######## alu_muldiv ########
==> alu_muldiv/final_congestion.png <==
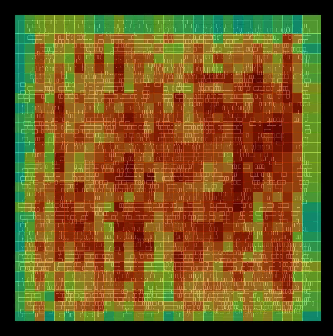

`config.mk`:
```
export PLATFORM = sky130hd
export DESIGN_NAME = alu_muldiv
export DESIGN_NICKNAME = d
export VERILOG_FILES = /design/src/rtl/alu_muldiv.sv
export SDC_FILE = /design/constraint.sdc
export NUM_CORES = 1
export LEC_CHECK = 0
export ABC_AREA = 1
export CORE_MARGIN = 2
export CORE_UTILIZATION = 40
export DETAILED_ROUTE_END_ITERATION = 10
export MAX_ROUTING_LAYER = met4
export PLACE_DENSITY = 0.57
export SLEW_MARGIN = 20
export SYNTH_ARGS = -nofsm -noshare
export SYNTH_HDL_FRONTEND = slang
export SYNTH_SLANG_ARGS = --single-unit
```
`constraint.sdc`:
```
create_clock -name clk -period 8.3 [get_ports clk]
set_input_delay 1.66 -clock clk [delete_from_list [all_inputs] [get_ports clk]]
set_output_delay 1.66 -clock clk [all_outputs]
set_load 0.05 [all_outputs]
```
`src/rtl/alu_muldiv.sv`:
```
// alu_muldiv: iterative radix-2 multiply/divide unit with valid/ready on both
// sides. Operands are reduced to magnitudes on accept, an unsigned core runs
// one step per cycle, and the sign is restored when the result is registered.
module alu_muldiv #(
  parameter int WIDTH = 32
) (
  input  logic             clk,
  input  logic             rst,
  input  logic             in_valid,
  output logic             in_ready,
  input  logic [1:0]       op,
  input  logic             sgn,
  input  logic [WIDTH-1:0] a,
  input  logic [WIDTH-1:0] b,
  output logic             out_valid,
  input  logic             out_ready,
  output logic [WIDTH-1:0] y,
  output logic             zero,
  output logic             div_by_zero
);

  localparam int CW = $clog2(WIDTH);
  localparam logic [WIDTH-1:0] ONES = '1;
  localparam logic [WIDTH-1:0] MINV = {1'b1, {(WIDTH-1){1'b0}}};
  localparam logic [1:0] OP_MUL  = 2'b00;
  localparam logic [1:0] OP_MULH = 2'b01;
  localparam logic [1:0] OP_DIV  = 2'b10;
  localparam logic [1:0] OP_REM  = 2'b11;

  typedef enum logic [1:0] {IDLE, CALC, DONE} state_t;

  state_t state, state_nx;

  logic [1:0]       op_r;
  logic             neg_r;   // negate the final result
  logic             skip_r;  // special case: result already in y
  logic [WIDTH-1:0] mb;      // multiplicand (mul) or divisor (div)
  logic [WIDTH-1:0] hi;      // product high half / partial remainder
  logic [WIDTH-1:0] lo;      // multiplier shifting out / quotient shifting in
  logic [CW-1:0]    cnt;

  logic             accept, last;
  logic             a_neg, b_neg, dz, ovf, special, neg_in;
  logic [WIDTH-1:0] a_mag, b_mag, spec_y;

  logic [WIDTH:0]   mul_sum, div_sh;
  logic             ge;
  logic [WIDTH-1:0] hi_nx, lo_nx;
  logic [2*WIDTH-1:0] prod, prod_s;
  logic [WIDTH-1:0] quo_s, rem_s, res;

  assign accept = in_valid && in_ready;
  assign last   = skip_r || (cnt == CW'(WIDTH-1));
  assign zero   = (y == '0);

  // Operand decode at accept: magnitudes, result sign and the two cases that
  // bypass the iterative core.
  always_comb begin
    a_neg   = sgn & a[WIDTH-1];
    b_neg   = sgn & b[WIDTH-1];
    a_mag   = a_neg ? -a : a;
    b_mag   = b_neg ? -b : b;
    dz      = op[1] && (b == '0);
    ovf     = op[1] && sgn && (a == MINV) && (b == ONES);
    special = dz | ovf;
    // Remainder follows the dividend; product and quotient follow a^b.
    neg_in  = (op == OP_REM) ? a_neg : (a_neg ^ b_neg);
    if (dz) spec_y = op[0] ? a : ONES;
    else    spec_y = op[0] ? '0 : a;
  end

  // One radix-2 step of either the shift-add multiplier or the restoring divider.
  always_comb begin
    mul_sum = {1'b0, hi} + (lo[0] ? {1'b0, mb} : '0);
    div_sh  = {hi, lo[WIDTH-1]};
    ge      = (div_sh >= {1'b0, mb});
    if (op_r[1]) begin
      // When ge, the true difference is below mb, so the low WIDTH bits suffice.
      hi_nx = ge ? (div_sh[WIDTH-1:0] - mb) : div_sh[WIDTH-1:0];
      lo_nx = {lo[WIDTH-2:0], ge};
    end else begin
      hi_nx = mul_sum[WIDTH:1];
      lo_nx = {mul_sum[0], lo[WIDTH-1:1]};
    end
  end

  // Final result selection with sign restoration, valid on the last step.
  always_comb begin
    prod   = {hi_nx, lo_nx};
    prod_s = neg_r ? -prod : prod;
    quo_s  = neg_r ? -lo_nx : lo_nx;
    rem_s  = neg_r ? -hi_nx : hi_nx;
    unique case (op_r)
      OP_MUL:  res = prod_s[WIDTH-1:0];
      OP_MULH: res = prod_s[2*WIDTH-1:WIDTH];
      OP_DIV:  res = quo_s;
      OP_REM:  res = rem_s;
      default: res = '0;
    endcase
  end

  // State register.
  always_ff @(posedge clk or posedge rst) begin
    if (rst) state <= IDLE;
    else     state <= state_nx;
  end

  // Next-state logic. Special cases spend one CALC cycle with the step
  // suppressed, which gives them their single-cycle latency.
  always_comb begin
    state_nx = state;
    unique case (state)
      IDLE:    if (accept)    state_nx = CALC;
      CALC:    if (last)      state_nx = DONE;
      DONE:    if (out_ready) state_nx = IDLE;
      default:                state_nx = IDLE;
    endcase
  end

  // Handshake outputs; in_ready is held low while reset is asserted.
  always_comb begin
    in_ready  = (state == IDLE) && !rst;
    out_valid = (state == DONE);
  end

  // Datapath: latch operands on accept, iterate in CALC, register the result.
  always_ff @(posedge clk or posedge rst) begin
    if (rst) begin
      op_r        <= '0;
      neg_r       <= 1'b0;
      skip_r      <= 1'b0;
      mb          <= '0;
      hi          <= '0;
      lo          <= '0;
      cnt         <= '0;
      y           <= '0;
      div_by_zero <= 1'b0;
    end else if (accept) begin
      op_r        <= op;
      neg_r       <= neg_in;
      skip_r      <= special;
      mb          <= op[1] ? b_mag : a_mag;
      hi          <= '0;
      lo          <= op[1] ? a_mag : b_mag;
      cnt         <= '0;
      div_by_zero <= dz;
      if (special) y <= spec_y;
    end else if (state == CALC) begin
      hi  <= hi_nx;
      lo  <= lo_nx;
      cnt <= cnt + CW'(1);
      if (last && !skip_r) y <= res;
    end
  end

endmodule

```
######## eth_tx_sched ########
### config.mk
export PLATFORM = sky130hd
export DESIGN_NAME = eth_tx_sched
export DESIGN_NICKNAME = d
export VERILOG_FILES = /design/src/rtl/eth_tx_sched.sv
export SDC_FILE = /design/constraint.sdc
export NUM_CORES = 1
export LEC_CHECK = 0
export CORE_AREA = 2 2 68 70
export CTS_BUF_LIST = sky130_fd_sc_hd__clkbuf_16
export CTS_CLUSTER_DIAMETER = 30
export DETAILED_ROUTE_END_ITERATION = 6
export DIE_AREA = 0 0 70 72
export PLACE_DENSITY_LB_ADDON = 0.25
export SYNTH_ARGS = -nofsm -noshare
export SYNTH_HDL_FRONTEND = slang
export SYNTH_SLANG_ARGS = --single-unit
### constraint.sdc
create_clock -name clk -period 2.3 [get_ports clk]
set_clock_uncertainty 0.15 [all_clocks]
set_input_delay 0.46 -clock clk [delete_from_list [all_inputs] [get_ports clk]]
set_output_delay 0.46 -clock clk [all_outputs]
set_load 0.005 [all_outputs]
### src/rtl/eth_tx_sched.sv
// Ethernet transmit scheduler: round-robin frame grants for two requesters,
// inter-packet gap enforcement, start timeout and normal-link-pulse timing.
module eth_tx_sched #(
  parameter int NLP_PERIOD = 320000,
  parameter int IPG_CYCLES = 192,
  parameter int START_TO   = 64
) (
  input  logic       clk,
  input  logic       resetn,
  input  logic [1:0] req,
  output logic [1:0] gnt,
  output logic       tx_go,
  input  logic       tx_w,
  output logic       nlp_go,
  output logic       tx_err,
  output logic       led_tx
);

  localparam int SEQ_MAX = (IPG_CYCLES > START_TO) ? IPG_CYCLES : START_TO;
  localparam int SEQ_W   = $clog2(SEQ_MAX + 1);
  localparam int NLP_W   = $clog2(NLP_PERIOD + 1);

  // Expiry fires two cycles early: one IDLE cycle sees the pending flag and
  // the next edge registers nlp_go, so pulses land exactly NLP_PERIOD apart.
  localparam logic [NLP_W-1:0] NLP_EXP    = NLP_W'(NLP_PERIOD - 2);
  localparam logic [SEQ_W-1:0] START_LAST = SEQ_W'(START_TO - 1);
  localparam logic [SEQ_W-1:0] IPG_LAST   = SEQ_W'(IPG_CYCLES - 1);

  typedef enum logic [2:0] {IDLE, START, FRAME, IPG, NLP} state_t;

  state_t             state_q, state_d;
  logic [1:0]         gnt_q, gnt_d;
  logic               tx_go_q, tx_go_d;
  logic               nlp_go_q, nlp_go_d;
  logic               tx_err_q, tx_err_d;
  logic               led_tx_q, led_tx_d;
  logic               last_q, last_d;
  logic [SEQ_W-1:0]   seq_cnt_q, seq_cnt_d;
  logic [NLP_W-1:0]   nlp_cnt_q, nlp_cnt_d;
  logic               nlp_pend_q, nlp_pend_d;
  logic               nlp_expire;
  logic [1:0]         pick;

  always_comb begin
    // last_q = 1 means requester 1 was served last, so requester 0 wins a tie
    pick = 2'b10;
    if (req[0] && req[1]) begin
      pick = last_q ? 2'b01 : 2'b10;
    end else if (req[0]) begin
      pick = 2'b01;
    end
  end

  always_comb begin
    state_d    = state_q;
    gnt_d      = gnt_q;
    tx_go_d    = 1'b0;
    nlp_go_d   = 1'b0;
    tx_err_d   = 1'b0;
    last_d     = last_q;
    seq_cnt_d  = seq_cnt_q;
    nlp_pend_d = nlp_pend_q;
    nlp_expire = (nlp_cnt_q == NLP_EXP);
    nlp_cnt_d  = nlp_expire ? '0 : nlp_cnt_q + NLP_W'(1);
    if (nlp_expire) begin
      nlp_pend_d = 1'b1;
    end

    case (state_q)
      IDLE: begin
        if (nlp_pend_q) begin
          state_d    = NLP;
          nlp_go_d   = 1'b1;
          nlp_pend_d = 1'b0;
          nlp_cnt_d  = '0;
        end else if (|req) begin
          state_d   = START;
          gnt_d     = pick;
          tx_go_d   = 1'b1;
          seq_cnt_d = '0;
        end
      end
      START: begin
        if (tx_w) begin
          state_d = FRAME;
        end else if (seq_cnt_q == START_LAST) begin
          state_d   = IPG;
          gnt_d     = 2'b00;
          tx_err_d  = 1'b1;
          seq_cnt_d = '0;
        end else begin
          seq_cnt_d = seq_cnt_q + SEQ_W'(1);
        end
      end
      FRAME: begin
        // A completed frame stands in for a link pulse; its reload beats a
        // simultaneous expiry, but an earlier pending pulse is kept.
        if (!tx_w) begin
          state_d    = IPG;
          gnt_d      = 2'b00;
          last_d     = gnt_q[1];
          seq_cnt_d  = '0;
          nlp_cnt_d  = '0;
          nlp_pend_d = nlp_pend_q;
        end
      end
      IPG: begin
        if (seq_cnt_q == IPG_LAST) begin
          state_d = IDLE;
        end else begin
          seq_cnt_d = seq_cnt_q + SEQ_W'(1);
        end
      end
      NLP: begin
        state_d   = IPG;
        seq_cnt_d = '0;
      end
      default: begin
        state_d = IDLE;
        gnt_d   = 2'b00;
      end
    endcase

    led_tx_d = !((state_d == START) || (state_d == FRAME));
  end

  always_ff @(posedge clk or negedge resetn) begin
    if (!resetn) begin
      state_q    <= IDLE;
      gnt_q      <= 2'b00;
      tx_go_q    <= 1'b0;
      nlp_go_q   <= 1'b0;
      tx_err_q   <= 1'b0;
      led_tx_q   <= 1'b1;
      last_q     <= 1'b1;
      seq_cnt_q  <= '0;
      nlp_cnt_q  <= '0;
      nlp_pend_q <= 1'b0;
    end else begin
      state_q    <= state_d;
      gnt_q      <= gnt_d;
      tx_go_q    <= tx_go_d;
      nlp_go_q   <= nlp_go_d;
      tx_err_q   <= tx_err_d;
      led_tx_q   <= led_tx_d;
      last_q     <= last_d;
      seq_cnt_q  <= seq_cnt_d;
      nlp_cnt_q  <= nlp_cnt_d;
      nlp_pend_q <= nlp_pend_d;
    end
  end

  assign gnt    = gnt_q;
  assign tx_go  = tx_go_q;
  assign nlp_go = nlp_go_q;
  assign tx_err = tx_err_q;
  assign led_tx = led_tx_q;

endmodule


==> notes/layouts.md <==
Pictures saved along the way, in no particular order.

Clock network drawn from the DEF.
(a)
(3 px per micron)
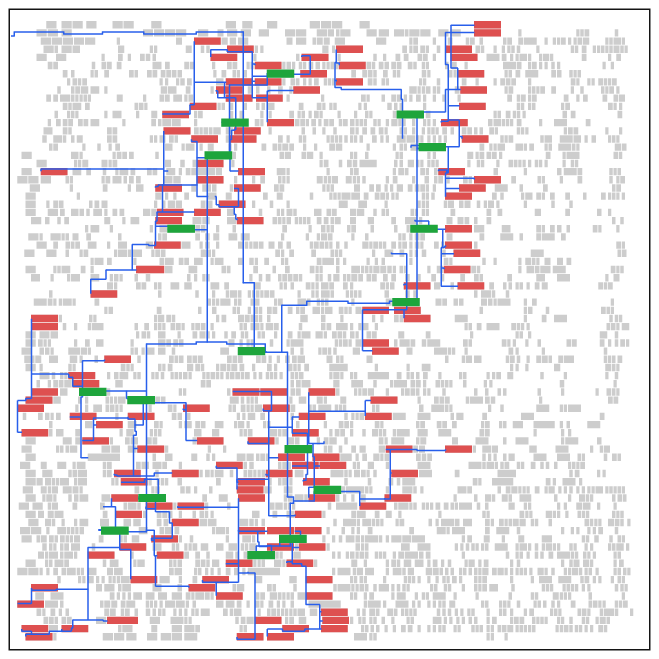
(b)
(8 px per micron)
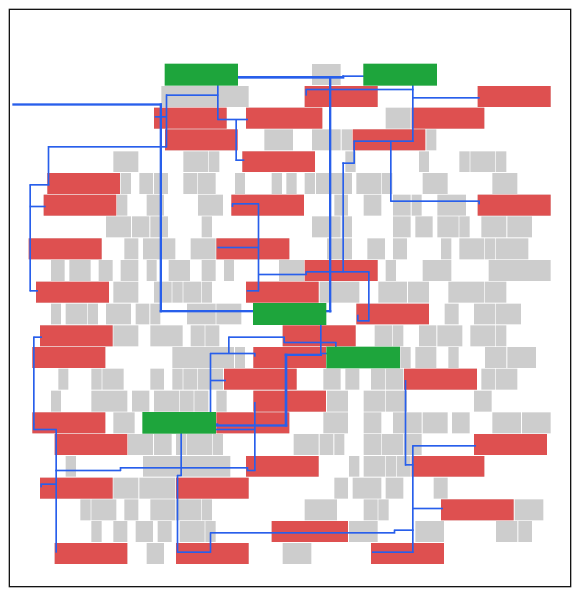
(b) comes from eth_tx_sched.
(a) comes from alu_muldiv.
The one with the most sequential cells is (a).

Key to (b):
- green: cells driving clock nets (count 5)
- blue: clock wires (length 539 microns)
- red: flip-flops (count 38)
- routed clock nets: 6
- flops lie: all over the die

==> alu_muldiv/density.png <==
(1 px per micron) The die is cut into 21 by 21 equal tiles; white is low, dark blue is high, 0 to 100% covered.
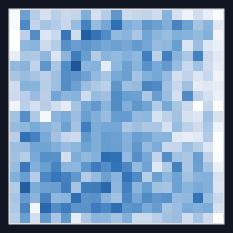
- emptiest ninth of the die: middle right
- tiles over 75% full: 1.4%
- mean over tiles: 42%
Core Region: 43080 sq um
FP Core Util: 0.4056
Final Core Density: 0.4550

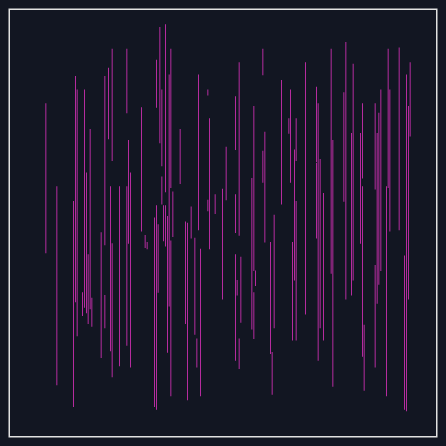
(alu_muldiv/met4.png)
(2 px per micron)
- wire length on this layer: 6400 microns
- main direction: vertical
- share of all routed wire: 7.4%
- nets with wire on the layer: 97
- longest straight run: 168 microns

Notes on alu_muldiv/final_congestion.png above:
GRT Util Overall: 0.3907
routing usage on met1: 0.4564

==> Changelog: implementation, alu_muldiv <==
## Flow update

* Crit path launch: b[0]
* Top cell by count, worst path: nand2_1
* CP Depth at 18
* WL/cell at 23.60 microns
* Setup Slack @ Placement at roughly 2.3 ns
* Reg2reg start: mb[19]$_DFFE_PP0P_
* Final Hold Fails at 0
* Setup CP Type: primary input to flip-flop
* Crit path buf inv count at 5
* DRT Pass-1 Iters at 7
* Status: completed
-- alu_muldiv: final cells by class --
cell class | instances | area [sq um] | share of cell area
Tap cell | 585 | 732.0 | 0.03734
Clock buffer | 17 | 425.4 | 0.02170
Inverter | 452 | 1702 | 0.08682
Multi-Input combinational cell | 2314 | 11810 | 0.6023
Timing Repair Buffer | 130 | 1241 | 0.06333
Sequential cell | 140 | 3508 | 0.1790
Clock inverter | 15 | 186.4 | 0.009512
-- alu_muldiv: routing by layer --
| metal | track usage | part of all wire |
|---|---|---|
| met1 | 0.4564 | 0.39 |
| met2 | 0.6263 | 0.46 |
| met3 | 0.06192 | 0.079 |
| met4 | 0.2510 | 0.074 |
| met5 | - | 0 |
-- alu_muldiv: sequential cells by signal, summed over array words and instances, names as in the netlist --
| register | count |
|---|---|
| y | 32 |
| mb | 32 |
| neg_r | 1 |
| lo | 32 |
| hi | 32 |
| state | 2 |
| cnt | 5 |
| op_r | 2 |
| div_by_zero | 1 |
| skip_r | 1 |
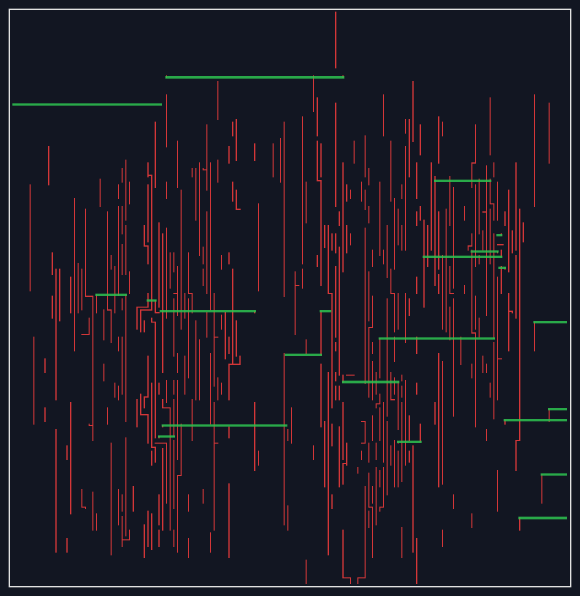
(eth_tx_sched/metal_stack.png)
(8 px per micron) Two of the layers only.
- green: met3 (wire length 147 microns)
- red: met2 (wire length 1980 microns)

==> Changelog: implementation, eth_tx_sched <==
## Flow update

* Uppermost layer routed: met4
* Area share, top type at 0.4356
* GP Congestion at slightly above 0.8
* R2r setup slk at between 0.15 and 0.2 ns
* Crit path DRT at about 2.3 ns
* Status: completed
* Synth Seq Share at 0.4610
* CTS tree: done
* Setup CP Type: flip-flop to flip-flop
* Max clock buf depth at 2
* Worst-Margin Slew at 0.7442 ns
* Wl on met1 at just under 2 mm
* Sequence of cells on the critical path: inv_1 > ha_1 > nand4b_1 > or4_4 > o31ai_4 > nor2_1
* Synthesized area per cell at 9.849 sq um
* Setup TNS at 0 ns
* Cell accounting for the most synthesized area: dfrtp_1
* Synth Instances at between 200 and 250
* # IOs at 11
* Most numerous cell in the Yosys netlist: dfrtp_1
* Post-DRT Antenna Nets at 0
* Yosys warning tally at 0
* Final worst slack at about 0.16 ns
* Max incr delay on CP at approximately 0.62 ns
* Most flop-heavy register: nlp_cnt_q
* Post-synth top cells: 36 x dfrtp_1, 25 x nor2_1, 13 x inv_1
* CP max FO at 19
* Placed standard-cell area at approximately 2300 sq um
* Crit path buf inv count at 1
* Cell Type Count at around 56
==> eth_tx_sched: final cells by class <==
type                            count  area (sq um)  area share
Clock buffer                        5         125.1     0.05107
Clock inverter                      3         63.81     0.02605
Inverter                           13         48.80     0.01992
Multi-Input combinational cell    154          1039      0.4239
Sequential cell                    38         953.4      0.3892
Tap cell                           52         65.06     0.02656
Timing Repair Buffer               18         155.1     0.06333
==> eth_tx_sched: cell families (layout without fill, tap and decap cells) <==
kind of cell	count (synthesis)	count (layout)	synth area share
compound gates	39	39	0.1561
xor+xnor	15	15	0.06352
fa+ha+maj	3	3	0.01815
buf+inv	18	39	0.04114
flops	38	38	0.4610
mux	3	3	0.01512
simple gates	94	94	0.2450
==> eth_tx_sched: through the flow <==
| stage | hold WS [ns] | utilization |
|---|---|---|
| floorplan | 0.01441 | - |
| global placement | 0.3854 | 0.5282 |
| detailed placement | 0.3786 | 0.5282 |
| CTS | 0.08927 | 0.5725 |
| global route | 0.1252 | 0.5745 |
| finish | 0.06613 | 0.5745 |


==> gallery <==
Power grid.
image #1
(2 px per micron) Pins as bars on the die edge.
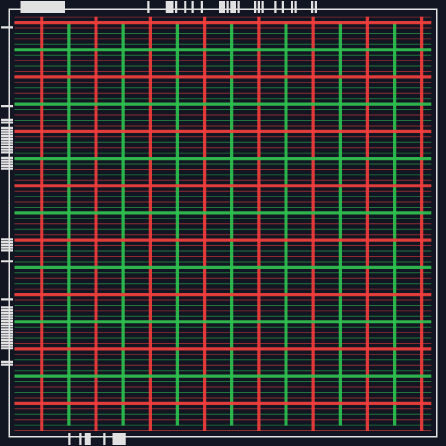
image #2
(6 px per micron) Pins as bars on the die edge.
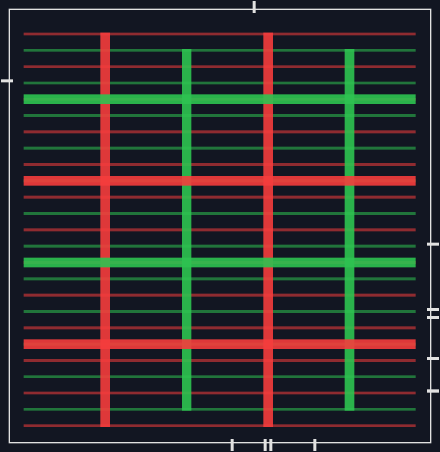
Image #1 comes from alu_muldiv.
Image #2 comes from eth_tx_sched.
The one with the largest die is image #1.
The one with the most pins is image #1.

